==================== block 1
### I/O nets highlighted, block 1

Scale bar: 20 µm.
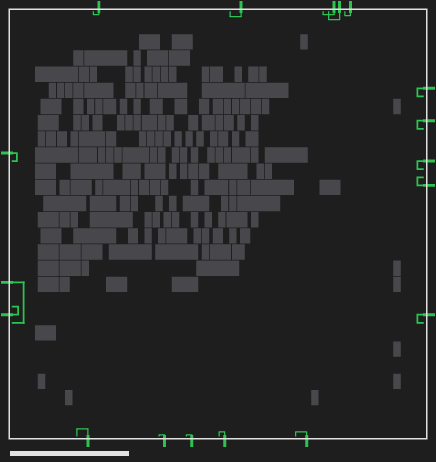
**config.mk**
```make
export PLATFORM = sky130hd
export DESIGN_NAME = fft_ofdm_seq
export DESIGN_NICKNAME = d
export VERILOG_FILES = /design/src/rtl/fft_ofdm_seq.sv
export SDC_FILE = /design/constraint.sdc
export NUM_CORES = 1
export LEC_CHECK = 0
export ABC_AREA = 1
export CAP_MARGIN = 15
export CORE_AREA = 4 4 66 68
export DETAILED_ROUTE_END_ITERATION = 12
export DIE_AREA = 0 0 70 72
export HOLD_SLACK_MARGIN = 0.1
export PLACE_DENSITY = 0.85
export SETUP_SLACK_MARGIN = 0.4
export SYNTH_ARGS = -nofsm -noshare
export SYNTH_HDL_FRONTEND = slang
export SYNTH_SLANG_ARGS = --single-unit
export TNS_END_PERCENT = 50
```
**constraint.sdc**
```tcl
create_clock -name clk -period 3.9 [get_ports clk]
set_input_delay 0.78 -clock clk [delete_from_list [all_inputs] [get_ports clk]]
set_output_delay 0.78 -clock clk [all_outputs]
set_load 0.005 [all_outputs]
```
**src/rtl/fft_ofdm_seq.sv**
```systemverilog
// Symbol sequencer ahead of fft_ofdm: drops the cyclic prefix, frames N_FFT-sample blocks, caps in-flight symbols.
// Defining FFT_OFDM_SEQ_STATUS_EN adds the stat_syms/stat_errs status counters.
module fft_ofdm_seq #(
    parameter int N_FFT   = 128,
    parameter int CP_LEN  = 32,
    parameter int MAX_OUT = 2,
    parameter int DW      = 18
) (
    input  logic          clk,
    input  logic          reset,
    input  logic          cfg_inverse,
    input  logic          in_valid,
    output logic          in_ready,
    input  logic          in_sym_start,
    input  logic [DW-1:0] in_real,
    input  logic [DW-1:0] in_imag,
    output logic          fft_sink_valid,
    input  logic          fft_sink_ready,
    output logic          fft_sink_sop,
    output logic          fft_sink_eop,
    output logic [1:0]    fft_sink_error,
    output logic [DW-1:0] fft_sink_real,
    output logic [DW-1:0] fft_sink_imag,
    output logic [7:0]    fft_fftpts_in,
    output logic          fft_inverse,
    input  logic          fft_source_valid,
    input  logic          fft_source_sop,
    input  logic          fft_source_eop,
    input  logic [1:0]    fft_source_error,
    output logic          fft_source_ready,
    input  logic          out_ready,
    output logic          out_sym_done,
    output logic          err_flag,
    input  logic          err_clr
`ifdef FFT_OFDM_SEQ_STATUS_EN
    ,
    output logic [15:0]   stat_syms,
    output logic [7:0]    stat_errs
`endif
);
    localparam int CW = $clog2((N_FFT > CP_LEN) ? N_FFT : CP_LEN) + 1;
    localparam int OW = $clog2(MAX_OUT + 1);

    typedef enum logic [1:0] {IDLE, SKIP, FWD} state_t;

    state_t        state_q, state_d;
    logic [CW-1:0] cnt_q, cnt_d;
    logic [OW-1:0] outst_q, outst_d;
    logic          inv_q, inv_d;
    logic          err_q, err_d;
    logic          done_q;
    logic          xfer, marker_err, blk_done, src_eop, err_set;
    logic          unused_src_sop;

    assign unused_src_sop = fft_source_sop;

    // The forward path has no skid buffer, so FFT backpressure reaches upstream directly.
    always_comb begin
        in_ready = 1'b1;
        if (state_q == IDLE)
            in_ready = (outst_q < OW'(MAX_OUT));
        else if (state_q == FWD)
            in_ready = fft_sink_ready;
    end

    assign xfer    = in_valid & in_ready;
    assign src_eop = fft_source_valid & out_ready & fft_source_eop;
    assign err_set = marker_err | (fft_source_valid & out_ready & (|fft_source_error));

    always_comb begin
        state_d    = state_q;
        cnt_d      = cnt_q;
        inv_d      = inv_q;
        marker_err = 1'b0;
        blk_done   = 1'b0;
        case (state_q)
            IDLE: begin
                if (xfer && in_sym_start) begin
                    inv_d = cfg_inverse;
                    if (CP_LEN == 1) begin
                        state_d = FWD;
                        cnt_d   = '0;
                    end else begin
                        state_d = SKIP;
                        cnt_d   = CW'(1);
                    end
                end
            end
            SKIP: begin
                if (xfer) begin
                    if (in_sym_start) begin
                        cnt_d      = CW'(1);
                        inv_d      = cfg_inverse;
                        marker_err = 1'b1;
                    end else if (cnt_q == CW'(CP_LEN - 1)) begin
                        state_d = FWD;
                        cnt_d   = '0;
                    end else begin
                        cnt_d = cnt_q + 1'b1;
                    end
                end
            end
            FWD: begin
                // A marker here cannot truncate the block; it is only flagged.
                if (xfer) begin
                    marker_err = in_sym_start;
                    if (cnt_q == CW'(N_FFT - 1)) begin
                        state_d  = IDLE;
                        cnt_d    = '0;
                        blk_done = 1'b1;
                    end else begin
                        cnt_d = cnt_q + 1'b1;
                    end
                end
            end
            default: begin
                state_d = IDLE;
                cnt_d   = '0;
            end
        endcase
    end

    always_comb begin
        outst_d = outst_q;
        if (blk_done && !src_eop && (outst_q < OW'(MAX_OUT)))
            outst_d = outst_q + 1'b1;
        else if (src_eop && !blk_done && (outst_q != '0))
            outst_d = outst_q - 1'b1;
        err_d = err_q;
        if (err_set)
            err_d = 1'b1;
        else if (err_clr)
            err_d = 1'b0;
    end

    always_ff @(posedge clk) begin
        if (reset) begin
            state_q <= IDLE;
            cnt_q   <= '0;
            outst_q <= '0;
            inv_q   <= 1'b0;
            err_q   <= 1'b0;
            done_q  <= 1'b0;
        end else begin
            state_q <= state_d;
            cnt_q   <= cnt_d;
            outst_q <= outst_d;
            inv_q   <= inv_d;
            err_q   <= err_d;
            done_q  <= src_eop;
        end
    end

    assign fft_sink_valid   = (state_q == FWD) & in_valid;
    assign fft_sink_sop     = (state_q == FWD) & (cnt_q == '0);
    assign fft_sink_eop     = (state_q == FWD) & (cnt_q == CW'(N_FFT - 1));
    assign fft_sink_error   = 2'b00;
    assign fft_sink_real    = in_real;
    assign fft_sink_imag    = in_imag;
    assign fft_fftpts_in    = 8'(N_FFT);
    assign fft_inverse      = inv_q;
    assign fft_source_ready = out_ready;
    assign out_sym_done     = done_q;
    assign err_flag         = err_q;

`ifdef FFT_OFDM_SEQ_STATUS_EN
    logic [15:0] syms_q;
    logic [7:0]  errs_q;

    always_ff @(posedge clk) begin
        if (reset || err_clr) begin
            syms_q <= '0;
            errs_q <= '0;
        end else begin
            if (src_eop)
                syms_q <= syms_q + 1'b1;
            if (err_set)
                errs_q <= errs_q + 1'b1;
        end
    end

    assign stat_syms = syms_q;
    assign stat_errs = errs_q;
`endif
endmodule

```
==> run notes <==
Results of the implementation run.

The overall die size recorded for this design is approximately 5000 µm². The flow ran to the end, and the final reports show no timing, DRC or antenna violations. The busiest metal layer after global routing is met2.

The top power consumer group is combinational logic. The detailed-route vias per instance came out at around 4.4. The longest clock path from root to sink contains 2 buffers.

The detailed route wirelength on metal3 is about 200 µm. The buffering overhead is 0.145. The tally of OpenROAD warnings came out at 31. The final layout contains around 240 nets.

The count of plain and timing-repair buffers is 19. For this block, wires on met1 add up to 964 µm. The number of multi-input combinational cells in the layout is around 120. The number of failing hold endpoints at the final stage is 0. The highest layer touched by signal routing is met4. The top cell type's share of synthesized area came out at 0.261. The main area contributors are buf_4, dfxtp_1, nand2_1, inv_1, ha_1. The floorplan utilization came out at 0.350. Per the placement report, the placed cell count is roughly 230. Looking at the post-CTS report, the setup buffer insertion count equals 0. The largest register by flop count is cnt_q. The inserted tap cell count came out at 50. The cell internal power dissipation is between 0.3 and 0.4 mW. Per the synthesis report, the XOR/XNOR share of the synthesized area is 0.00649.

The clock input transition at the sequential cells of the worst setup and hold paths is approximately 0.060 ns. The most used flip-flop cell after synthesis is dfxtp_1. After synthesis, the largest family of logic cells by area is buffers and inverters.

The final sequential cell count came out at 15. The wire length per cell is between 9 and 10 µm. 0 antenna diodes ended up in the layout. The arrival time at the worst endpoint came out at between 1.5 and 2 ns. The power dissipated by switching net loads came out at between 0.15 and 0.2 mW. The total count of max-transition violations in the final report is 0. The total length of routed wires is around 2300 µm. The final HPWL from detailed placement is approximately 1800 µm. According to the hold report, the worst path is of the register to register type. The fraction of final layout cells sized beyond drive strength 1 is 0.0870. The maximum cell stage delay along the critical path came out at 0.49 ns.

The final worst-path setup slack came out at approximately 1.2 ns. The maximum vdd ir drop is 0.000266 V. The most common logic cells in the final layout are nand2_1, inv_1, nor2_1. The fraction of power spent switching nets came out at 0.376. Buffers inserted to repair hold after CTS numbered 0. The power density of the placed cells is just under 400 nW/µm². The biggest area contributor in the post-synthesis netlist is buf_4. The number of logic inverters in the finished layout came out at 28.

The area of the mapped netlist is between 1000 and 1500 µm². Of the total standard cell area in the layout, the sequential portion is 0.229. TritonCTS built the clock tree.

The slowest stage of the critical path belongs to the cell clkdlybuf4s50_1.
## Picture notes: 'I/O nets highlighted' of block 1
Green shows fft_sink_real, bits 18, direction output, end cells 0, buffers 0, wire 59.8 µm.
port bufs: 19
number of top-level design ports: 103

worst paths after layout:
| check | from | cells after the start | endpoint | slack (ns) |
|---|---|---|---|---|
| max | fft_sink_ready | 6 | in_ready | 1.17 |
| min | fft_inverse$_SDFFE_PP0P_ | 2 | fft_inverse$_SDFFE_PP0P_ | 0.46 |
| max reg2reg | state_q[0]$_SDFFE_PP0P_ | 9 | cnt_q[0]$_SDFFE_PP0P_ | 2.21 |
| min reg2reg | fft_inverse$_SDFFE_PP0P_ | 2 | fft_inverse$_SDFFE_PP0P_ | 0.46 |

==================== block 2
### Sequential cells grouped by signal name, block 2

Other sequential cells in the stronger grey, the rest of the logic in the fainter grey.
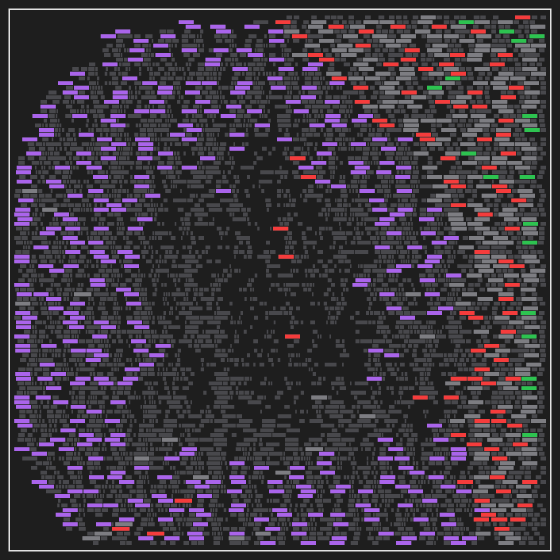
### Metal 1, block 2

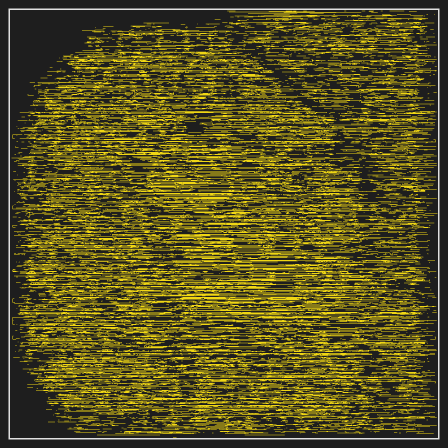
<file path="config.mk">
export PLATFORM = sky130hd
export DESIGN_NAME = dual_issue_unit
export DESIGN_NICKNAME = d
export VERILOG_FILES = /design/src/rtl/dual_issue_unit.sv
export SDC_FILE = /design/constraint.sdc
export NUM_CORES = 2
export LEC_CHECK = 0
export CAP_MARGIN = 5
export CORE_MARGIN = 2
export CORE_UTILIZATION = 55
export CTS_CLUSTER_SIZE = 28
export DETAILED_ROUTE_END_ITERATION = 7
export GPL_ROUTABILITY_DRIVEN = 1
export PLACE_DENSITY_LB_ADDON = 0.25
export SYNTH_ARGS = -nofsm -noshare
export SYNTH_HDL_FRONTEND = slang
export SYNTH_SLANG_ARGS = --single-unit
</file>
<file path="constraint.sdc">
create_clock -name clk_i -period 6.65 [get_ports clk_i]
set_input_delay 1.33 -clock clk_i [delete_from_list [all_inputs] [get_ports clk_i]]
set_output_delay 1.33 -clock clk_i [all_outputs]
set_load 0.02 [all_outputs]
</file>
<file path="src/rtl/dual_issue_unit.sv">
// dual_issue_unit
// In-order dual-issue stage. Buffers one decoded instruction pair, tracks in-flight register
// writes in a 128-entry, 3-bit latency scoreboard, and dispatches at most one instruction to the
// even pipe and one to the odd pipe per cycle through registered issue outputs.
//
// Ports
//   clk_i, rst_ni                 clock, asynchronous active-low reset
//   in_valid_i / in_ready_o       pair handshake (accepted when both high at a rising edge)
//   inK_*_i (K = 0, 1)            decoded instruction K; inst0 is older than inst1
//   branch_taken_i                flush request from the odd pipe
//   ep_opcode_o, *_ep_*_o         even-pipe issue registers (NOP when idle)
//   op_opcode_o, *_op_*_o         odd-pipe issue registers (LNOP when idle, no rc)
//   stall_o                       a buffered instruction was held this cycle
//
// Opcode encoding: 8 bits, 8'h00 = NOP (even idle), 8'h01 = LNOP (odd idle).
module dual_issue_unit (
    input  logic        clk_i,
    input  logic        rst_ni,
    input  logic        in_valid_i,
    output logic        in_ready_o,
    input  logic        in0_pipe_i,
    input  logic [7:0]  in0_opcode_i,
    input  logic [6:0]  in0_rt_i,
    input  logic [6:0]  in0_ra_i,
    input  logic [6:0]  in0_rb_i,
    input  logic [6:0]  in0_rc_i,
    input  logic        in0_use_ra_i,
    input  logic        in0_use_rb_i,
    input  logic        in0_use_rc_i,
    input  logic        in0_wr_rt_i,
    input  logic [2:0]  in0_lat_i,
    input  logic [6:0]  in0_i7_i,
    input  logic [9:0]  in0_i10_i,
    input  logic [15:0] in0_i16_i,
    input  logic [17:0] in0_i18_i,
    input  logic        in1_pipe_i,
    input  logic [7:0]  in1_opcode_i,
    input  logic [6:0]  in1_rt_i,
    input  logic [6:0]  in1_ra_i,
    input  logic [6:0]  in1_rb_i,
    input  logic [6:0]  in1_rc_i,
    input  logic        in1_use_ra_i,
    input  logic        in1_use_rb_i,
    input  logic        in1_use_rc_i,
    input  logic        in1_wr_rt_i,
    input  logic [2:0]  in1_lat_i,
    input  logic [6:0]  in1_i7_i,
    input  logic [9:0]  in1_i10_i,
    input  logic [15:0] in1_i16_i,
    input  logic [17:0] in1_i18_i,
    input  logic        branch_taken_i,
    output logic [7:0]  ep_opcode_o,
    output logic [6:0]  ra_ep_address_o,
    output logic [6:0]  rb_ep_address_o,
    output logic [6:0]  rc_ep_address_o,
    output logic [6:0]  rt_ep_address_o,
    output logic [6:0]  i7_ep_o,
    output logic [9:0]  i10_ep_o,
    output logic [15:0] i16_ep_o,
    output logic [17:0] i18_ep_o,
    output logic [7:0]  op_opcode_o,
    output logic [6:0]  ra_op_address_o,
    output logic [6:0]  rb_op_address_o,
    output logic [6:0]  rt_op_address_o,
    output logic [6:0]  i7_op_o,
    output logic [9:0]  i10_op_o,
    output logic [15:0] i16_op_o,
    output logic [17:0] i18_op_o,
    output logic        stall_o
);

    localparam logic [7:0] OpNop  = 8'h00;
    localparam logic [7:0] OpLnop = 8'h01;

    typedef struct packed {
        logic        pipe;
        logic [7:0]  opcode;
        logic [6:0]  rt;
        logic [6:0]  ra;
        logic [6:0]  rb;
        logic [6:0]  rc;
        logic        use_ra;
        logic        use_rb;
        logic        use_rc;
        logic        wr_rt;
        logic [2:0]  lat;
        logic [6:0]  i7;
        logic [9:0]  i10;
        logic [15:0] i16;
        logic [17:0] i18;
    } inst_t;

    typedef struct packed {
        logic [7:0]  opcode;
        logic [6:0]  rt;
        logic [6:0]  ra;
        logic [6:0]  rb;
        logic [6:0]  rc;
        logic [6:0]  i7;
        logic [9:0]  i10;
        logic [15:0] i16;
        logic [17:0] i18;
    } ep_issue_t;

    typedef struct packed {
        logic [7:0]  opcode;
        logic [6:0]  rt;
        logic [6:0]  ra;
        logic [6:0]  rb;
        logic [6:0]  i7;
        logic [9:0]  i10;
        logic [15:0] i16;
        logic [17:0] i18;
    } op_issue_t;

    typedef enum logic [1:0] {StEmpty, StPair, StSecond} state_e;

    function automatic ep_issue_t to_ep(inst_t x);
        return '{opcode: x.opcode, rt: x.rt, ra: x.ra, rb: x.rb, rc: x.rc,
                 i7: x.i7, i10: x.i10, i16: x.i16, i18: x.i18};
    endfunction

    function automatic op_issue_t to_op(inst_t x);
        return '{opcode: x.opcode, rt: x.rt, ra: x.ra, rb: x.rb,
                 i7: x.i7, i10: x.i10, i16: x.i16, i18: x.i18};
    endfunction

    inst_t     in0, in1;
    inst_t     inst0_q, inst1_q;
    state_e    state_q, state_d;
    logic [2:0] sb_q [128];
    logic [2:0] sb_d [128];
    ep_issue_t ep_q, ep_d;
    op_issue_t op_q, op_d;

    logic rdy0, rdy1, raw, waw;
    logic issue0, issue1, accept;

    assign in0 = '{pipe: in0_pipe_i, opcode: in0_opcode_i, rt: in0_rt_i, ra: in0_ra_i,
                   rb: in0_rb_i, rc: in0_rc_i, use_ra: in0_use_ra_i, use_rb: in0_use_rb_i,
                   use_rc: in0_use_rc_i, wr_rt: in0_wr_rt_i, lat: in0_lat_i, i7: in0_i7_i,
                   i10: in0_i10_i, i16: in0_i16_i, i18: in0_i18_i};
    assign in1 = '{pipe: in1_pipe_i, opcode: in1_opcode_i, rt: in1_rt_i, ra: in1_ra_i,
                   rb: in1_rb_i, rc: in1_rc_i, use_ra: in1_use_ra_i, use_rb: in1_use_rb_i,
                   use_rc: in1_use_rc_i, wr_rt: in1_wr_rt_i, lat: in1_lat_i, i7: in1_i7_i,
                   i10: in1_i10_i, i16: in1_i16_i, i18: in1_i18_i};

    // A source is ready when unused or its scoreboard entry has drained to zero.
    assign rdy0 = (!inst0_q.use_ra || sb_q[inst0_q.ra] == 3'd0)
               && (!inst0_q.use_rb || sb_q[inst0_q.rb] == 3'd0)
               && (!inst0_q.use_rc || sb_q[inst0_q.rc] == 3'd0);
    assign rdy1 = (!inst1_q.use_ra || sb_q[inst1_q.ra] == 3'd0)
               && (!inst1_q.use_rb || sb_q[inst1_q.rb] == 3'd0)
               && (!inst1_q.use_rc || sb_q[inst1_q.rc] == 3'd0);

    // Intra-pair hazards: inst1 may not co-issue with an older writer of its sources or rt.
    assign raw = inst0_q.wr_rt
              && ((inst1_q.use_ra && inst1_q.ra == inst0_q.rt)
               || (inst1_q.use_rb && inst1_q.rb == inst0_q.rt)
               || (inst1_q.use_rc && inst1_q.rc == inst0_q.rt));
    assign waw = inst0_q.wr_rt && inst1_q.wr_rt && (inst0_q.rt == inst1_q.rt);

    always_comb begin
        issue0 = 1'b0;
        issue1 = 1'b0;
        unique case (state_q)
            StPair: begin
                issue0 = !branch_taken_i && rdy0;
                issue1 = issue0 && (inst0_q.pipe != inst1_q.pipe) && rdy1 && !raw && !waw;
            end
            StSecond: issue1 = !branch_taken_i && rdy1;
            default: ;
        endcase
    end

    // issue1 marks the last held instruction leaving in both PAIR and SECOND.
    assign in_ready_o = !branch_taken_i && (state_q == StEmpty || issue1);
    assign stall_o    = (state_q != StEmpty) && !branch_taken_i && !issue1;
    assign accept     = in_valid_i && in_ready_o;

    always_comb begin
        state_d = state_q;
        if (branch_taken_i) begin
            state_d = StEmpty;
        end else if (accept) begin
            state_d = StPair;
        end else begin
            unique case (state_q)
                StPair:   state_d = issue1 ? StEmpty : (issue0 ? StSecond : StPair);
                StSecond: state_d = issue1 ? StEmpty : StSecond;
                default:  state_d = StEmpty;
            endcase
        end
    end

    // Route issued instructions to their pipes; in PAIR the two pipes are known to differ.
    always_comb begin
        ep_d        = '0;
        ep_d.opcode = OpNop;
        op_d        = '0;
        op_d.opcode = OpLnop;
        if (issue0 && !inst0_q.pipe) begin
            ep_d = to_ep(inst0_q);
        end else if (issue1 && !inst1_q.pipe) begin
            ep_d = to_ep(inst1_q);
        end
        if (issue0 && inst0_q.pipe) begin
            op_d = to_op(inst0_q);
        end else if (issue1 && inst1_q.pipe) begin
            op_d = to_op(inst1_q);
        end
    end

    // Decrement every live entry; a new write latency overrides the decrement.
    always_comb begin
        for (int i = 0; i < 128; i++) begin
            sb_d[i] = (sb_q[i] != 3'd0) ? sb_q[i] - 3'd1 : 3'd0;
        end
        if (issue0 && inst0_q.wr_rt && inst0_q.lat != 3'd0) begin
            sb_d[inst0_q.rt] = inst0_q.lat;
        end
        if (issue1 && inst1_q.wr_rt && inst1_q.lat != 3'd0) begin
            sb_d[inst1_q.rt] = inst1_q.lat;
        end
    end

    always_ff @(posedge clk_i or negedge rst_ni) begin
        if (!rst_ni) begin
            state_q     <= StEmpty;
            inst0_q     <= '0;
            inst1_q     <= '0;
            ep_q        <= '0;
            ep_q.opcode <= OpNop;
            op_q        <= '0;
            op_q.opcode <= OpLnop;
            for (int i = 0; i < 128; i++) begin
                sb_q[i] <= 3'd0;
            end
        end else begin
            state_q <= state_d;
            if (accept) begin
                inst0_q <= in0;
                inst1_q <= in1;
            end
            ep_q <= ep_d;
            op_q <= op_d;
            for (int i = 0; i < 128; i++) begin
                sb_q[i] <= sb_d[i];
            end
        end
    end

    assign ep_opcode_o     = ep_q.opcode;
    assign rt_ep_address_o = ep_q.rt;
    assign ra_ep_address_o = ep_q.ra;
    assign rb_ep_address_o = ep_q.rb;
    assign rc_ep_address_o = ep_q.rc;
    assign i7_ep_o         = ep_q.i7;
    assign i10_ep_o        = ep_q.i10;
    assign i16_ep_o        = ep_q.i16;
    assign i18_ep_o        = ep_q.i18;

    assign op_opcode_o     = op_q.opcode;
    assign rt_op_address_o = op_q.rt;
    assign ra_op_address_o = op_q.ra;
    assign rb_op_address_o = op_q.rb;
    assign i7_op_o         = op_q.i7;
    assign i10_op_o        = op_q.i10;
    assign i16_op_o        = op_q.i16;
    assign i18_op_o        = op_q.i18;

endmodule

</file>
==> run notes <==
Results of the implementation run.

The cell internal power dissipation is 9.89 mW. The length in cells of the worst reg-to-reg path is 12. In this build the clock could be raised as far as approximately 0.15 GHz.

Looking at the group totals, the largest power group turns out to be combinational logic. According to the hold report, the worst path is of the register to register type. The die width came out at roughly 310 µm. For this block, the initial DRC count from the detailed router was between 6000 and 7000.

The synthesis stats list as the most numerous cell mux2_2. The clock period minus final worst setup slack is approximately 6.6 ns. Setup repair after global routing left no endpoint under its margin. The count of cell types in the netlist is just under 90.

In this run, placement finished with an instance count of around 6400. The run finished with clean final reports. The power dissipated in the clock network is approximately 5.0 mW. Per the post-route antenna check, the number of violating nets is 0. The share of total power dissipated in combinational logic is 0.362. In this run the top signal layer used is met5. Of the combinational cells, the family taking the most area is multiplexers. The number of global-route vias before repair is around 45000. The maximum cell stage delay along the critical path is around 0.73 ns.

Looking at the hold checks, the worst path lands on i7_op_o[3]$_DFF_PN0_. TritonCTS built the clock tree. The detailed route wirelength on metal3 came out at between 20000 and 30000 µm. Among all flip-flop cells after synthesis, the most frequent one is dfrtp_1. The required time of the critical path is 5.32 ns. The largest registers in the layout are sb_q (384), inst0_q (95), inst1_q (95).

The final worst-path setup slack is between 0.04 and 0.05 ns. Port buffering added between 300 and 400 buffers. The net count after synthesis is around 5500. The overall die height came out at around 310 µm.

On the worst setup and hold paths after CTS, the clock-pin slew comes to approximately 0.060 ns. According to the Yosys statistics, the synthesized design has a chip area of 52500 µm². Buffers added to address setup during post-CTS repair amount to 0. The number of buffers added by the clock tree synthesis step came out at approximately 84.

The total count of max-transition violations in the final report is 0. The final instance count without filler cells is about 6600. The fraction of registers with async set/reset came out at 1.00. Of the total power, registers draw 0.345. The final period utilization came out at 0.994. The end of the worst register-to-register path is inst0_q[67]$_DFFE_PN0P_.
About 'Sequential cells grouped by signal name' of block 2:
Purple shows sb_q, sequential cells 384, where spread over the die. Red shows inst1_q, sequential cells 95. Green shows i18_op_o, sequential cells 18.

About 'Metal 1' of block 2:
The layer carries 80.7 mm of wire. 5090 nets have wire on it. The longest straight run is 159 µm.
via total after detailed routing: 45600
WL final: 216000 µm
GR Util met1: 0.565

## critical path: cells and delay by family, from the launching register on
| family | cells | cell delay [ns] |
|---|---|---|
| AND/OR/NAND/NOR | 3 | 1.10 |
| buffers and inverters | 2 | 0.90 |
| AND-OR/OR-AND | 7 | 1.91 |
| flip-flops | 1 | 0.60 |
## final cells by class
class | instances | share of cell area
Clock buffer | 127 | 0.0412
Timing Repair Buffer | 498 | 0.0821
Tap cell | 1265 | 0.0262
Multi-Input combinational cell | 3580 | 0.514
Clock inverter | 29 | 0.00828
Sequential cell | 743 | 0.309
Antenna cell | 8 | 0.000332
Inverter | 304 | 0.0190

==================== block 3
### Metal 1, block 3

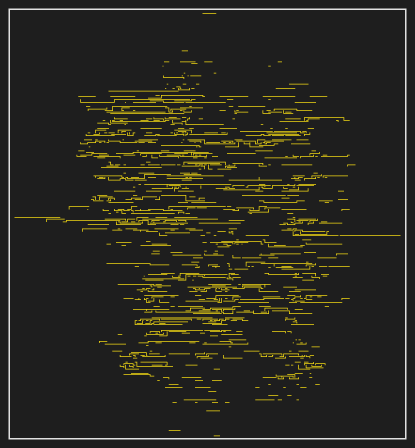
### Clock network drawn from the DEF, block 3

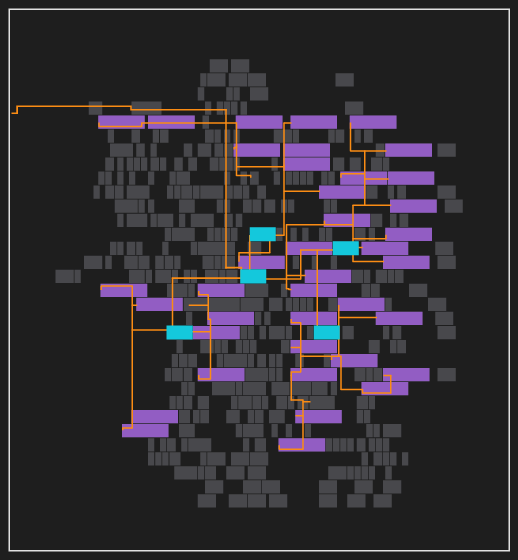
### Sequential cells grouped by signal name, block 3

Other sequential cells in the stronger grey, the rest of the logic in the fainter grey.
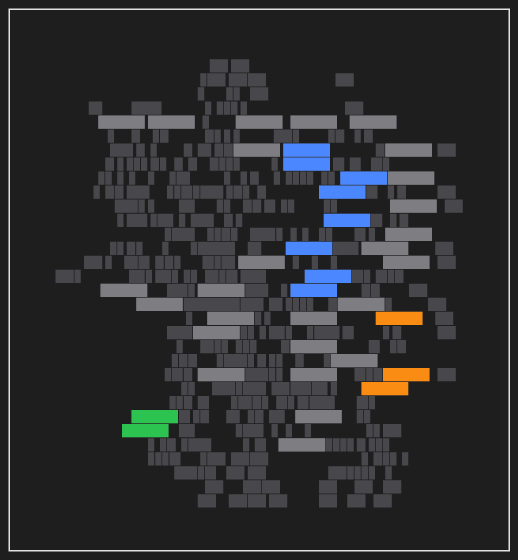
`config.mk`:
```
export PLATFORM = sky130hd
export DESIGN_NAME = mbist_march_ctrl
export DESIGN_NICKNAME = d
export VERILOG_FILES = /design/src/rtl/mbist_pkg.sv /design/src/rtl/mbist_addr_gen.sv /design/src/rtl/mbist_march_ctrl.sv
export SDC_FILE = /design/constraint.sdc
export NUM_CORES = 1
export LEC_CHECK = 0
export ABC_AREA = 1
export CORE_ASPECT_RATIO = 1.1
export CORE_MARGIN = 8
export CORE_UTILIZATION = 35
export DETAILED_ROUTE_END_ITERATION = 8
export PLACE_DENSITY = 0.66
export SKIP_LAST_GASP = 1
export SLEW_MARGIN = 30
export SYNTH_ARGS = -nofsm -noshare
export SYNTH_HDL_FRONTEND = slang
export SYNTH_HIERARCHICAL = 1
export SYNTH_SLANG_ARGS = --single-unit
export TNS_END_PERCENT = 1
```
`constraint.sdc`:
```
create_clock -name clk -period 3.8 [get_ports clk]
set_input_delay 1.14 -clock clk [delete_from_list [all_inputs] [get_ports clk]]
set_output_delay 1.14 -clock clk [all_outputs]
set_load 0.005 [all_outputs]
```
`src/rtl/mbist_pkg.sv`:
```
// Shared types and the March C- element table for the MBIST sequencer.
package mbist_pkg;

  typedef enum logic [1:0] {IDLE, RUN, DRAIN, DONE} mbist_state_t;
  typedef enum logic [1:0] {W0, W1, R0, R1} march_op_t;

  typedef struct packed {
    logic      down;
    logic      two_ops;
    march_op_t op0;
    march_op_t op1;
  } elem_t;

  localparam int NUM_ELEM = 6;

  // Padded to 8 so any 3-bit element index (including the look-ahead past M5) stays in range.
  localparam elem_t ELEM_TBL [0:7] = '{
    '{1'b0, 1'b0, W0, W0},
    '{1'b0, 1'b1, R0, W1},
    '{1'b0, 1'b1, R1, W0},
    '{1'b1, 1'b1, R0, W1},
    '{1'b1, 1'b1, R1, W0},
    '{1'b0, 1'b0, R0, R0},
    '{1'b0, 1'b0, R0, R0},
    '{1'b0, 1'b0, R0, R0}
  };

  function automatic logic is_read(input march_op_t op);
    return (op == R0) || (op == R1);
  endfunction

endpackage

```
`src/rtl/mbist_addr_gen.sv`:
```
// Loadable up/down address counter with terminal-address flag.
module mbist_addr_gen #(
  parameter int ADDR_W = 8
) (
  input  logic              clk,
  input  logic              reset,
  input  logic              load,
  input  logic              load_down,
  input  logic              en,
  input  logic              down,
  output logic [ADDR_W-1:0] addr,
  output logic              term
);

  always_ff @(posedge clk or negedge reset) begin
    if (!reset)    addr <= '0;
    else if (load) addr <= load_down ? '1 : '0;
    else if (en)   addr <= down ? addr - 1'b1 : addr + 1'b1;
  end

  assign term = down ? (addr == '0) : (addr == '1);

endmodule

```
`src/rtl/mbist_march_ctrl.sv`:
```
// March C- sequencer: walks the element table over one SRAM and logs the first read mismatch.
module mbist_march_ctrl
  import mbist_pkg::*;
#(
  parameter int ADDR_W = 8,
  parameter int DATA_W = 8
) (
  input  logic              clk,
  input  logic              reset,
  input  logic              start,
  output logic [ADDR_W-1:0] mem_addr,
  output logic              mem_re,
  output logic              mem_we,
  output logic [DATA_W-1:0] mem_wdata,
  input  logic [DATA_W-1:0] mem_rdata,
  output logic              busy,
  output logic              done,
  output logic              fail,
  output logic [ADDR_W-1:0] fail_addr,
  output logic [2:0]        fail_elem
);

  mbist_state_t      state;
  logic [2:0]        elem_idx;
  logic              op_idx;
  logic [ADDR_W-1:0] addr;
  logic              term;

  elem_t     cur;
  march_op_t op;
  logic      run, start_ok, last_op, elem_end, last_elem;
  logic      ag_load, ag_load_down, ag_en;

  assign cur       = ELEM_TBL[elem_idx];
  assign op        = op_idx ? cur.op1 : cur.op0;
  assign run       = (state == RUN);
  assign start_ok  = start && ((state == IDLE) || (state == DONE));
  assign last_op   = !cur.two_ops || op_idx;
  assign elem_end  = run && last_op && term;
  assign last_elem = (elem_idx == 3'(NUM_ELEM - 1));

  // Reload the counter at test start and at each element boundary, using the next element's direction.
  assign ag_load      = start_ok || (elem_end && !last_elem);
  assign ag_load_down = !start_ok && ELEM_TBL[3'(elem_idx + 3'd1)].down;
  assign ag_en        = run && last_op && !term;

  mbist_addr_gen #(.ADDR_W(ADDR_W)) u_addr_gen (
    .clk      (clk),
    .reset    (reset),
    .load     (ag_load),
    .load_down(ag_load_down),
    .en       (ag_en),
    .down     (cur.down),
    .addr     (addr),
    .term     (term)
  );

  always_ff @(posedge clk or negedge reset) begin
    if (!reset) begin
      state    <= IDLE;
      elem_idx <= '0;
      op_idx   <= 1'b0;
    end else begin
      case (state)
        IDLE, DONE: if (start) begin
          state    <= RUN;
          elem_idx <= '0;
          op_idx   <= 1'b0;
        end
        RUN: begin
          if (last_op) begin
            op_idx <= 1'b0;
            if (term) begin
              if (last_elem) state <= DRAIN;
              else           elem_idx <= 3'(elem_idx + 3'd1);
            end
          end else begin
            op_idx <= 1'b1;
          end
        end
        default: state <= DONE;
      endcase
    end
  end

  assign mem_re    = run && is_read(op);
  assign mem_we    = run && !is_read(op);
  assign mem_addr  = run ? addr : '0;
  assign mem_wdata = (run && op == W1) ? '1 : '0;
  assign busy      = run || (state == DRAIN);
  assign done      = (state == DONE);

  // Compare pipe: capture read context now, check the returned data next cycle.
  logic              cmp_vld;
  logic [DATA_W-1:0] cmp_exp;
  logic [ADDR_W-1:0] cmp_addr;
  logic [2:0]        cmp_elem;
  logic              mismatch;

  assign mismatch = cmp_vld && (mem_rdata != cmp_exp);

  always_ff @(posedge clk or negedge reset) begin
    if (!reset) begin
      cmp_vld   <= 1'b0;
      cmp_exp   <= '0;
      cmp_addr  <= '0;
      cmp_elem  <= '0;
      fail      <= 1'b0;
      fail_addr <= '0;
      fail_elem <= '0;
    end else begin
      cmp_vld <= mem_re;
      if (mem_re) begin
        cmp_exp  <= (op == R1) ? '1 : '0;
        cmp_addr <= addr;
        cmp_elem <= elem_idx;
      end
      if (start_ok) begin
        fail      <= 1'b0;
        fail_addr <= '0;
        fail_elem <= '0;
      end else if (mismatch && !fail) begin
        fail      <= 1'b1;
        fail_addr <= cmp_addr;
        fail_elem <= cmp_elem;
      end
    end
  end

endmodule
```
==> run notes <==
Results of the implementation run.

The count of max-cap constraint violations came out at 0. At the worst endpoint, the arrival time is approximately 2.3 ns. The number of H-tree branching levels came out at 2. The core box area came out at ~7000 µm². By startpoint and endpoint, the worst setup path is classified as register to primary output. Dividing the final minimum period by the clock period gives 0.912. between 40 and 50 I/O pins were placed. The number of antenna violations at the first check in global routing is 0.

Summed over all nets, the switching power comes to roughly 1.0 mW. The net count of the finished layout is 397. The synthesized-area fraction occupied by xor and xnor cells is 0.00350.

STA classifies the critical path endpoint as a primary output. The post-placement cell area is between 2000 and 3000 µm². The number of DRC markers in iteration 0 came out at around 120. The fraction of final layout cells sized beyond drive strength 1 came out at 0.108.

The combinational group power is 1.35 mW. The number of search-and-repair iterations in the first detailed-routing pass came out at 4. The start point of the critical path is elem_idx[0]$_DFFE_PN0P_. The fraction of the mapped netlist area in adder cells is 0.0780. The clock distribution area overhead in the final layout came out at 0.0383.

According to the floorplan log, the row count is 32. The cell internal power dissipation is between 1 and 1.5 mW. The final hold slack came out at ~0.49 ns. The all-layer global routing usage came out at 0.115.

The number of logic inverters in the finished layout came out at 45. The initial utilization of the core area, before any placement, comes to 0.359. The yosys warning tally is 6. For this run, the number of standard cells in the final layout without fillers is between 400 and 500. In the final layout, the registers with the most flip-flops are cmp_addr (8), fail_addr (8), u_addr_gen/addr (8). The sequential cell area share came out at 0.318. The yosys stat cell total is between 300 and 400. The count of plain and timing-repair buffers is ~46. The achievable frequency came out at roughly 0.29 GHz. The inserted tap cell count is 85. The biggest slice of the area belongs to multi-input combinational cells. The flow ran to the end, and the final reports show no timing, DRC or antenna violations. The analysis attributes to cell leakage a power of around 1.6 nW.

The group that draws the most power in this run is combinational logic. The area of the mapped netlist came out at ~2500 µm². The total setup buffers inserted after CTS came out at 0. The fill cell instance count of the final layout is 713. Ranked by total cell area, the synthesized netlist is headed by dfrtp_1, nand2_1, ha_1, inv_1, nand3_1.

Among all flip-flop cells after synthesis, the most frequent one is dfrtp_1. In the synthesis report, Yosys lists the chip area as between 2000 and 3000 µm². The maximum vdd ir drop came out at between 0.0003 and 0.0004 V. The count of library flops with an enable pin is 0. The number of diodes added for antenna fixing came out at 0. For the worst min-delay path, the startpoint reported by OpenROAD is cmp_addr[0]$_DFFE_PN0P_.
Notes on 'Metal 1' of block 3 above:
The longest straight run is 21.2 µm. The layer holds 46% of the routed length. The wires run mostly horizontal. The layer carries 2510 µm of wire.
via total after detailed routing: 2169
GR Util met1: 0.137
WL final: 5500 µm

Notes on 'Clock network drawn from the DEF' of block 3 above:
Orange shows clock wires, length 514 µm. Cyan shows clock drivers, count 5. Purple shows flip-flops, count 39.
There are 6 routed clock nets.
total clock network power: 0.357 mW
latest clock arrival within the worst-skew pair: 0.29 ns
final worst clock skew: 0.00756 ns
Clock power frac: 0.147

Notes on 'Sequential cells grouped by signal name' of block 3 above:
Orange shows fail_elem, sequential cells 3. Blue shows cmp_addr, sequential cells 8. Green shows state, sequential cells 2.

-- routing by layer --
metal  global-route usage  vias up  part of all wire
met4               0.0231        0            0.0069
met5                    0        -                 0
li1                     -     1129                 -
met3               0.0343        4             0.043
met2                0.201       30              0.49
met1                0.137     1006              0.46
-- critical path, stage by stage (launching register included) --
cell             delay, ns
dfrtp_1               0.44
inv_1                 0.16
ha_1                  0.17
inv_1                 0.04
nand2_1               0.11
o21ai_0               0.09
o21ai_0               0.20
and2_1                0.29
clkdlybuf4s50_1       0.56

==================== block 4
### I/O nets highlighted, block 4

Scale bar: 20 µm.
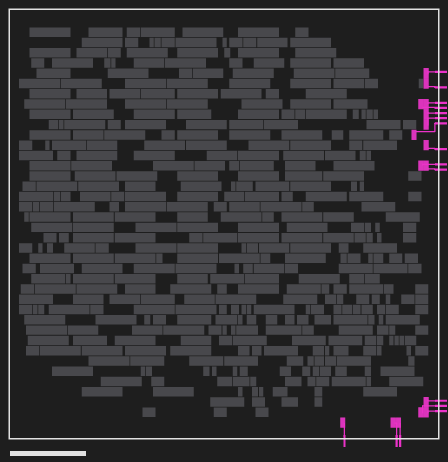
### Clock network drawn from the DEF, block 4

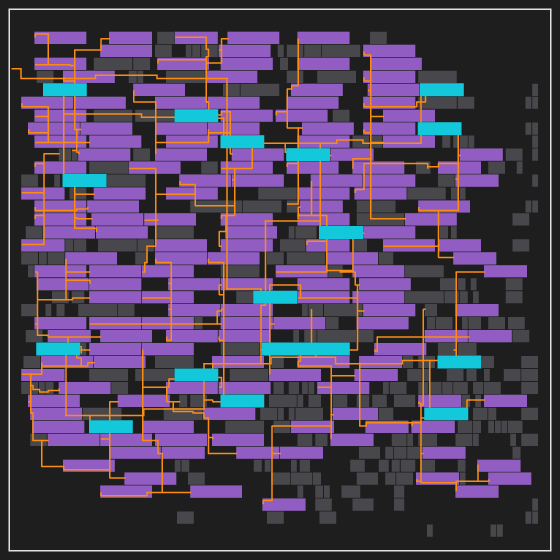
`src/rtl/out_core_port_pkg.sv`:
```
// out_core_port_pkg
// Shared definitions for the per-core output port and its result FIFO.
//   - Default burst geometry (reuses the OUT_ARB_* defines when the arbiter
//     side of the build already provides them).
//   - State encodings OUT_PORT_IDLE .. OUT_PORT_READ and the state_e enum.
//   - Default data width / FIFO depth.
//   - cnt_width(): width of an occupancy counter that can hold 0..depth.
// Optional feature macro used by out_core_port: OUT_PORT_READBACK_EN.

`ifndef OUT_ARB_BURST_WIDTH
`define OUT_ARB_BURST_WIDTH 4
`endif
`ifndef OUT_ARB_FIXED_BURST_WRITE
`define OUT_ARB_FIXED_BURST_WRITE 4
`endif
`ifndef OUT_ARB_FIXED_BURST_READ
`define OUT_ARB_FIXED_BURST_READ 4
`endif

`ifndef OUT_PORT_IDLE
`define OUT_PORT_IDLE   3'd0
`define OUT_PORT_REQ_WR 3'd1
`define OUT_PORT_WRITE  3'd2
`define OUT_PORT_REQ_RD 3'd3
`define OUT_PORT_READ   3'd4
`endif

`ifndef OUT_PORT_DATA_WIDTH
`define OUT_PORT_DATA_WIDTH 16
`endif
`ifndef OUT_PORT_FIFO_DEPTH
`define OUT_PORT_FIFO_DEPTH 8
`endif

package out_core_port_pkg;

    localparam int STATE_W = 3;

    typedef enum logic [STATE_W-1:0] {
        ST_IDLE   = `OUT_PORT_IDLE,
        ST_REQ_WR = `OUT_PORT_REQ_WR,
        ST_WRITE  = `OUT_PORT_WRITE,
        ST_REQ_RD = `OUT_PORT_REQ_RD,
        ST_READ   = `OUT_PORT_READ
    } state_e;

    // Occupancy counter width: one extra bit so "full" (== depth) is representable.
    function automatic int cnt_width(input int depth);
        return $clog2(depth) + 1;
    endfunction

endpackage

```
`src/rtl/out_core_port_sync_fifo.sv`:
```
// sync_fifo
// Single-clock FIFO holding PE results until the port can burst them out.
// Ports:
//   w_clock, w_reset_n   clock / asynchronous active-low reset (empties FIFO)
//   w_push, w_din        write request and data; ignored while full
//   w_pop                read request; ignored while empty
//   r_dout               head-of-queue word (combinational, valid when !r_empty)
//   r_full, r_empty      status flags
//   r_count              number of stored words, 0..DEPTH
// A push and a pop in the same cycle are both performed (count unchanged),
// provided the push is not blocked by full.
// DEPTH must be a power of two so the pointers wrap naturally.

module sync_fifo
    import out_core_port_pkg::*;
#(
    parameter int DATA_WIDTH = `OUT_PORT_DATA_WIDTH,
    parameter int DEPTH      = `OUT_PORT_FIFO_DEPTH,
    localparam int PTR_W     = $clog2(DEPTH),
    localparam int CNT_W     = cnt_width(DEPTH)
) (
    input  logic                  w_clock,
    input  logic                  w_reset_n,
    input  logic                  w_push,
    input  logic [DATA_WIDTH-1:0] w_din,
    input  logic                  w_pop,
    output logic [DATA_WIDTH-1:0] r_dout,
    output logic                  r_full,
    output logic                  r_empty,
    output logic [CNT_W-1:0]      r_count
);

    logic [DATA_WIDTH-1:0] mem_q [DEPTH];
    logic [PTR_W-1:0]      wr_ptr_q, wr_ptr_d;
    logic [PTR_W-1:0]      rd_ptr_q, rd_ptr_d;
    logic [CNT_W-1:0]      count_q, count_d;
    logic                  do_push;
    logic                  do_pop;

    assign r_full  = (count_q == CNT_W'(DEPTH));
    assign r_empty = (count_q == '0);
    assign r_count = count_q;
    assign r_dout  = mem_q[rd_ptr_q];

    assign do_push = w_push && !r_full;
    assign do_pop  = w_pop && !r_empty;

    always_comb begin
        wr_ptr_d = wr_ptr_q;
        rd_ptr_d = rd_ptr_q;
        count_d  = count_q;
        if (do_push) begin
            wr_ptr_d = wr_ptr_q + PTR_W'(1);
        end
        if (do_pop) begin
            rd_ptr_d = rd_ptr_q + PTR_W'(1);
        end
        case ({do_push, do_pop})
            2'b10:   count_d = count_q + CNT_W'(1);
            2'b01:   count_d = count_q - CNT_W'(1);
            default: count_d = count_q;
        endcase
    end

    always_ff @(posedge w_clock or negedge w_reset_n) begin
        if (!w_reset_n) begin
            wr_ptr_q <= '0;
            rd_ptr_q <= '0;
            count_q  <= '0;
        end else begin
            wr_ptr_q <= wr_ptr_d;
            rd_ptr_q <= rd_ptr_d;
            count_q  <= count_d;
        end
    end

    // Storage needs no reset: emptiness is defined purely by the pointers.
    always_ff @(posedge w_clock) begin
        if (do_push) begin
            mem_q[wr_ptr_q] <= w_din;
        end
    end

endmodule

```
`src/rtl/out_core_port.sv`:
```
// out_core_port
// Per-PE-core output port in front of the output-bus arbiter. PE results are
// buffered in a FIFO; once a full write burst is stored the port requests the
// bus, streams the burst on grant, then requests the paired read burst and
// forwards the returned words to the PE. The write/read alternation mirrors
// the arbiter's per-core toggle, so both phases are always traversed.
// Ports:
//   w_clock, w_reset_n      clock / asynchronous active-low reset
//   w_pe_valid, w_pe_data   PE result word in
//   r_pe_ready              FIFO not full (combinational from FIFO count)
//   r_req, w_grant          request to / grant from the arbiter
//   r_bus_wvalid/wdata      registered write beats onto the shared bus
//   w_bus_rvalid/rdata      read beats from main memory
//   r_rd_valid/rd_data      read-back word to the PE, one cycle after rvalid
//   r_short_burst           sticky: grant dropped before a burst completed
//   r_dbg_state             current FSM state (state_e encoding)
// Optional feature: define OUT_PORT_READBACK_EN to forward read beats to the
// PE. Without it read beats are only counted and r_rd_* are tied to zero.
//
// Handshake: the PE side transfers a word on every cycle where
// w_pe_valid && r_pe_ready; words offered while r_pe_ready=0 are dropped.
// The read-back side has no ready: r_rd_valid is a one-cycle pulse the PE
// must take. r_req stays high until the cycle after w_grant is sampled high.

module out_core_port
    import out_core_port_pkg::*;
#(
    parameter int DATA_WIDTH  = `OUT_PORT_DATA_WIDTH,
    parameter int FIFO_DEPTH  = `OUT_PORT_FIFO_DEPTH,
    parameter int BURST_WIDTH = `OUT_ARB_BURST_WIDTH,
    parameter int BURST_WRITE = `OUT_ARB_FIXED_BURST_WRITE,
    parameter int BURST_READ  = `OUT_ARB_FIXED_BURST_READ
) (
    input  logic                  w_clock,
    input  logic                  w_reset_n,
    input  logic                  w_pe_valid,
    input  logic [DATA_WIDTH-1:0] w_pe_data,
    output logic                  r_pe_ready,
    output logic                  r_req,
    input  logic                  w_grant,
    output logic                  r_bus_wvalid,
    output logic [DATA_WIDTH-1:0] r_bus_wdata,
    input  logic                  w_bus_rvalid,
    input  logic [DATA_WIDTH-1:0] w_bus_rdata,
    output logic                  r_rd_valid,
    output logic [DATA_WIDTH-1:0] r_rd_data,
    output logic                  r_short_burst,
    output logic [STATE_W-1:0]    r_dbg_state
);

    localparam int CNT_W = cnt_width(FIFO_DEPTH);
    localparam logic [BURST_WIDTH-1:0] BEATS_WR  = BURST_WIDTH'(BURST_WRITE);
    localparam logic [BURST_WIDTH-1:0] BEATS_RD  = BURST_WIDTH'(BURST_READ);
    localparam logic [CNT_W-1:0]       REQ_LEVEL = CNT_W'(BURST_WRITE);

    state_e                 state_q, state_d;
    logic                   req_q, req_d;
    logic [BURST_WIDTH-1:0] beat_q, beat_d;
    logic                   wvalid_q, wvalid_d;
    logic [DATA_WIDTH-1:0]  wdata_q, wdata_d;
    logic                   short_q, short_d;

    logic                   fifo_pop;
    logic [DATA_WIDTH-1:0]  fifo_dout;
    logic                   fifo_full;
    logic                   fifo_empty;
    logic [CNT_W-1:0]       fifo_count;

`ifdef OUT_PORT_READBACK_EN
    logic                   rd_valid_q, rd_valid_d;
    logic [DATA_WIDTH-1:0]  rd_data_q, rd_data_d;
`endif

    sync_fifo #(
        .DATA_WIDTH (DATA_WIDTH),
        .DEPTH      (FIFO_DEPTH)
    ) u_fifo (
        .w_clock   (w_clock),
        .w_reset_n (w_reset_n),
        .w_push    (w_pe_valid),
        .w_din     (w_pe_data),
        .w_pop     (fifo_pop),
        .r_dout    (fifo_dout),
        .r_full    (fifo_full),
        .r_empty   (fifo_empty),
        .r_count   (fifo_count)
    );

    always_comb begin
        state_d  = state_q;
        req_d    = req_q;
        beat_d   = beat_q;
        wvalid_d = 1'b0;
        wdata_d  = wdata_q;
        short_d  = short_q;
        fifo_pop = 1'b0;
`ifdef OUT_PORT_READBACK_EN
        rd_valid_d = 1'b0;
        rd_data_d  = rd_data_q;
`endif
        case (state_q)
            ST_IDLE: begin
                if (fifo_count >= REQ_LEVEL) begin
                    state_d = ST_REQ_WR;
                    req_d   = 1'b1;
                end
            end
            ST_REQ_WR: begin
                if (w_grant) begin
                    state_d = ST_WRITE;
                    req_d   = 1'b0;
                    beat_d  = '0;
                end
            end
            ST_WRITE: begin
                if (!w_grant) begin
                    // Unsent words stay queued; they go out in a later burst.
                    state_d = ST_REQ_RD;
                    req_d   = 1'b1;
                    if (beat_q < BEATS_WR) begin
                        short_d = 1'b1;
                    end
                end else if ((beat_q < BEATS_WR) && !fifo_empty) begin
                    fifo_pop = 1'b1;
                    wvalid_d = 1'b1;
                    wdata_d  = fifo_dout;
                    beat_d   = beat_q + BURST_WIDTH'(1);
                end
            end
            ST_REQ_RD: begin
                if (w_grant) begin
                    state_d = ST_READ;
                    req_d   = 1'b0;
                    beat_d  = '0;
                end
            end
            ST_READ: begin
                // Grant loss takes priority over a coincident read beat.
                if (!w_grant) begin
                    state_d = ST_IDLE;
                    if (beat_q < BEATS_RD) begin
                        short_d = 1'b1;
                    end
                end else if (w_bus_rvalid && (beat_q < BEATS_RD)) begin
                    beat_d = beat_q + BURST_WIDTH'(1);
`ifdef OUT_PORT_READBACK_EN
                    rd_valid_d = 1'b1;
                    rd_data_d  = w_bus_rdata;
`endif
                end
            end
            default: begin
                state_d = ST_IDLE;
                req_d   = 1'b0;
            end
        endcase
    end

    always_ff @(posedge w_clock or negedge w_reset_n) begin
        if (!w_reset_n) begin
            state_q  <= ST_IDLE;
            req_q    <= 1'b0;
            beat_q   <= '0;
            wvalid_q <= 1'b0;
            wdata_q  <= '0;
            short_q  <= 1'b0;
`ifdef OUT_PORT_READBACK_EN
            rd_valid_q <= 1'b0;
            rd_data_q  <= '0;
`endif
        end else begin
            state_q  <= state_d;
            req_q    <= req_d;
            beat_q   <= beat_d;
            wvalid_q <= wvalid_d;
            wdata_q  <= wdata_d;
            short_q  <= short_d;
`ifdef OUT_PORT_READBACK_EN
            rd_valid_q <= rd_valid_d;
            rd_data_q  <= rd_data_d;
`endif
        end
    end

    assign r_pe_ready    = !fifo_full;
    assign r_req         = req_q;
    assign r_bus_wvalid  = wvalid_q;
    assign r_bus_wdata   = wdata_q;
    assign r_short_burst = short_q;
    assign r_dbg_state   = state_q;

`ifdef OUT_PORT_READBACK_EN
    assign r_rd_valid = rd_valid_q;
    assign r_rd_data  = rd_data_q;
`else
    // Read data is discarded in this build; only the beat count matters.
    logic unused_rdata;
    assign unused_rdata = ^w_bus_rdata;
    assign r_rd_valid   = 1'b0;
    assign r_rd_data    = '0;
`endif

endmodule

```
`config.mk`:
```
export PLATFORM = sky130hd
export DESIGN_NAME = out_core_port
export DESIGN_NICKNAME = d
export VERILOG_FILES = /design/src/rtl/out_core_port_pkg.sv /design/src/rtl/out_core_port_sync_fifo.sv /design/src/rtl/out_core_port.sv
export SDC_FILE = /design/constraint.sdc
export NUM_CORES = 1
export LEC_CHECK = 0
export CAP_MARGIN = 20
export CORE_MARGIN = 2
export CORE_UTILIZATION = 55
export DETAILED_ROUTE_END_ITERATION = 6
export PLACE_DENSITY = 0.79
export SLEW_MARGIN = 5
export SYNTH_ARGS = -nofsm -noshare
export SYNTH_HDL_FRONTEND = slang
export SYNTH_SLANG_ARGS = --single-unit
```
`constraint.sdc`:
```
create_clock -name w_clock -period 5.65 [get_ports w_clock]
set_input_delay 0.8475 -clock w_clock [delete_from_list [all_inputs] [get_ports w_clock]]
set_output_delay 0.8475 -clock w_clock [all_outputs]
set_load 0.02 [all_outputs]
```
==> run notes <==
Results of the implementation run.

The flow ran to the end, and the final reports show no timing, DRC or antenna violations. The static leakage came out at approximately 2.7 nW. The endpoint of the worst hold path is reported as r_short_burst$_DFFE_PN0P_. The area fraction in and, or, nand and nor cells after synthesis is 0.0427. The required time of the critical path came out at between 4 and 5 ns. The power density of the placed cells is 523 nW/µm². The first global-routing pass estimated about 18000 µm of wire. The number of antenna violations at the first check in global routing came out at 0. The number of diodes added for antenna fixing came out at 0. The number of I/O pins is 77. The count of library flops with an enable pin is roughly 130.

Leaving out fill and tap cells, the most frequent cells in the layout are edfxtp_1, clkdlybuf4s50_1, dfrtp_1. Measured along the y axis, the die boundary spans between 100 and 150 µm. Per STA, the endpoint of the critical path is r_pe_ready.

The flop and latch count out of synthesis is 164. The final report gives the standard cell area, fillers excluded, as 7680 µm². The number of cells on the critical path is 2. The number of antenna-violating nets in the routed design came out at 0. Leaving out filler cells and counting taps, the final layout contains 569. The total number of vias is between 3000 and 4000.

The layout overhead on the synthesized area came out at 16.8%. The combinational share of cell area came out at 0.219. The number of gates resized after cts is 0. The fraction of the mapped netlist area in adder cells is 0.0114. The number of multi-input combinational cells in the layout is about 180.

STA lists the endpoint of the worst register-to-register path as u_fifo.r_count[2]$_DFFE_PN0P_. Among the non-sequential cells, multiplexers take the most area. The logs give a warning total of ~43.

The number of H-tree branching levels is 4. The layout report lists the clock-cell share of area as 0.0725. The sequential cell area share is 0.618. The total congestion overflow came out at 0. The fraction of power consumed by combinational cells is 0.303. The clock tree buffer count of the final layout is 17. In this run, post-CTS hold repair placed 0 buffers.

The routability-driven placement congestion ratio is around 0.7. The die width is about 110 µm. The fraction of final layout cells sized beyond drive strength 1 is 0.195. The final worst-path setup slack is 2.60 ns.

The top cell type's share of synthesized area is 0.585. The clock period minus final worst setup slack came out at 3.05 ns. Per the area breakdown, the dominant cell category is sequential cells. The warning tally printed by Yosys for this design is 0. TritonCTS built the clock tree.

The count of cell types in the netlist came out at 44. Data on the critical path arrives at its endpoint at 2.20 ns. After technology mapping, the gate count stands at 360. The floorplan utilization came out at 0.571. The final layout contains a sequential cell count of 164. The instance count after placement with tap cells included is approximately 540. Post-CTS timing repair inserted 0 buffers for setup. The number of DRC markers in iteration 0 is 204.

The number of nets at the end of the flow came out at about 460. The wire length per cell is between 20 and 25 µm. The largest net degree at the start of global routing is 38.

The largest driver fanout on the critical path came out at 8. The detailed-route vias per instance came out at 5.70.
Notes on 'I/O nets highlighted' of block 4 above:
Magenta shows r_rd_data, bits 16, direction output, end cells 16, buffers 0, wire 53.8 µm.

Notes on 'Clock network drawn from the DEF' of block 4 above:
Cyan shows clock drivers, count 17. Purple shows flip-flops, count 164. Orange shows clock wires, length 1710 µm.
There are 18 routed clock nets.
final worst clock skew: 0.00834 ns
Clock power frac: 0.267
latest clock arrival within the worst-skew pair: 0.41 ns
total clock network power: 1.07 mW

-- metal layers --
layer  up-vias  global-route usage  wire length (µm)
li1       1472                   -                 -
met1      1654               0.256              4980
met2       114               0.330              5970
met3         2              0.0589               664
met4         0              0.0537                44
met5         -                   0                 0
-- cell usage after synthesis, types with 4 or more instances --
cell,number
edfxtp_1,128
dfrtp_1,36
mux4_2,32
nor2_1,29
a21oi_1,20
mux2i_1,19
buf_4,17
clkbuf_1,7
nand2_1,7
ha_1,6
xor2_1,6
nor2b_1,5
buf_2,4
buf_6,4


==> layout pictures side by side <==
Track usage over the die.
shot_01.png
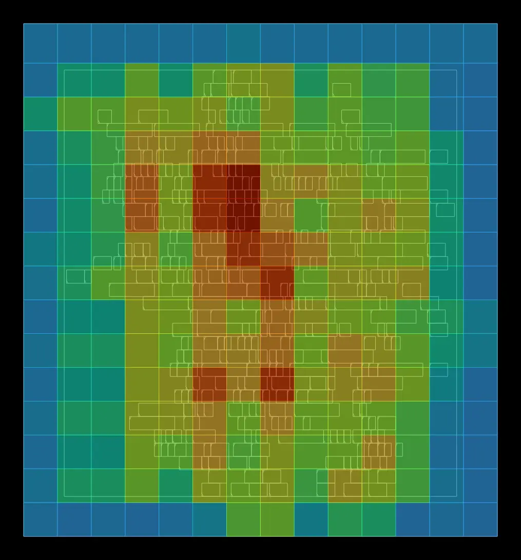
shot_02.png
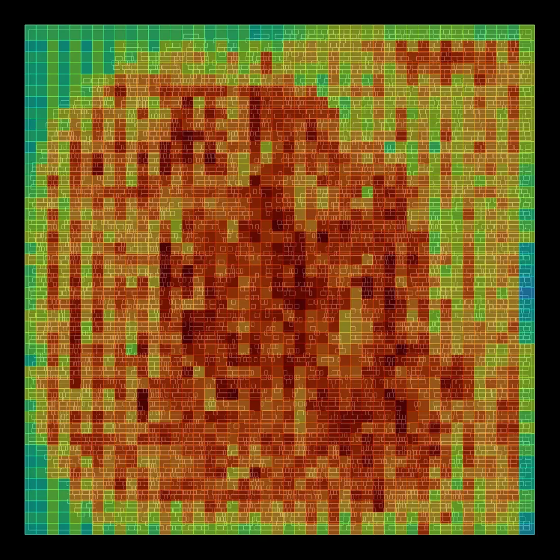
shot_03.png
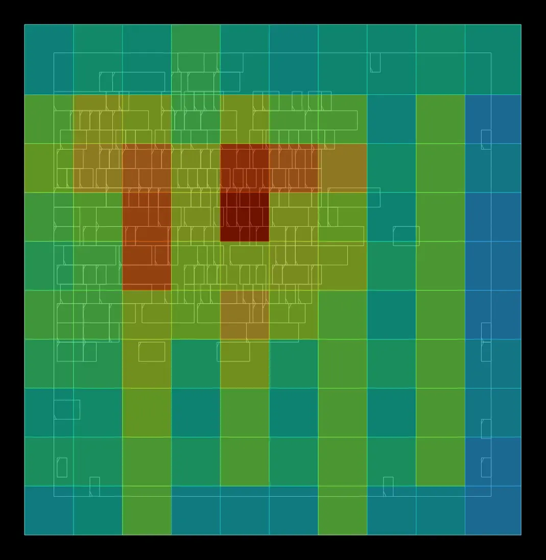
shot_04.png
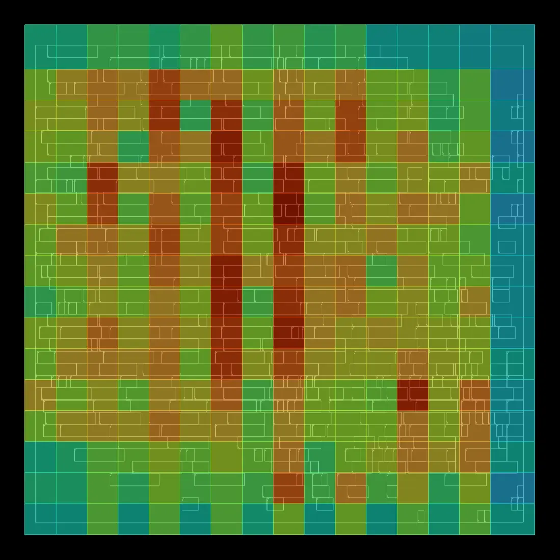
- shot_03.png = block 1
- shot_04.png = block 4
- shot_02.png = block 2
- shot_01.png = block 3
- lowest utilization: shot_03.png
- lowest track usage: shot_03.png

No activity file was given, so power comes from the tool's default toggle rates.
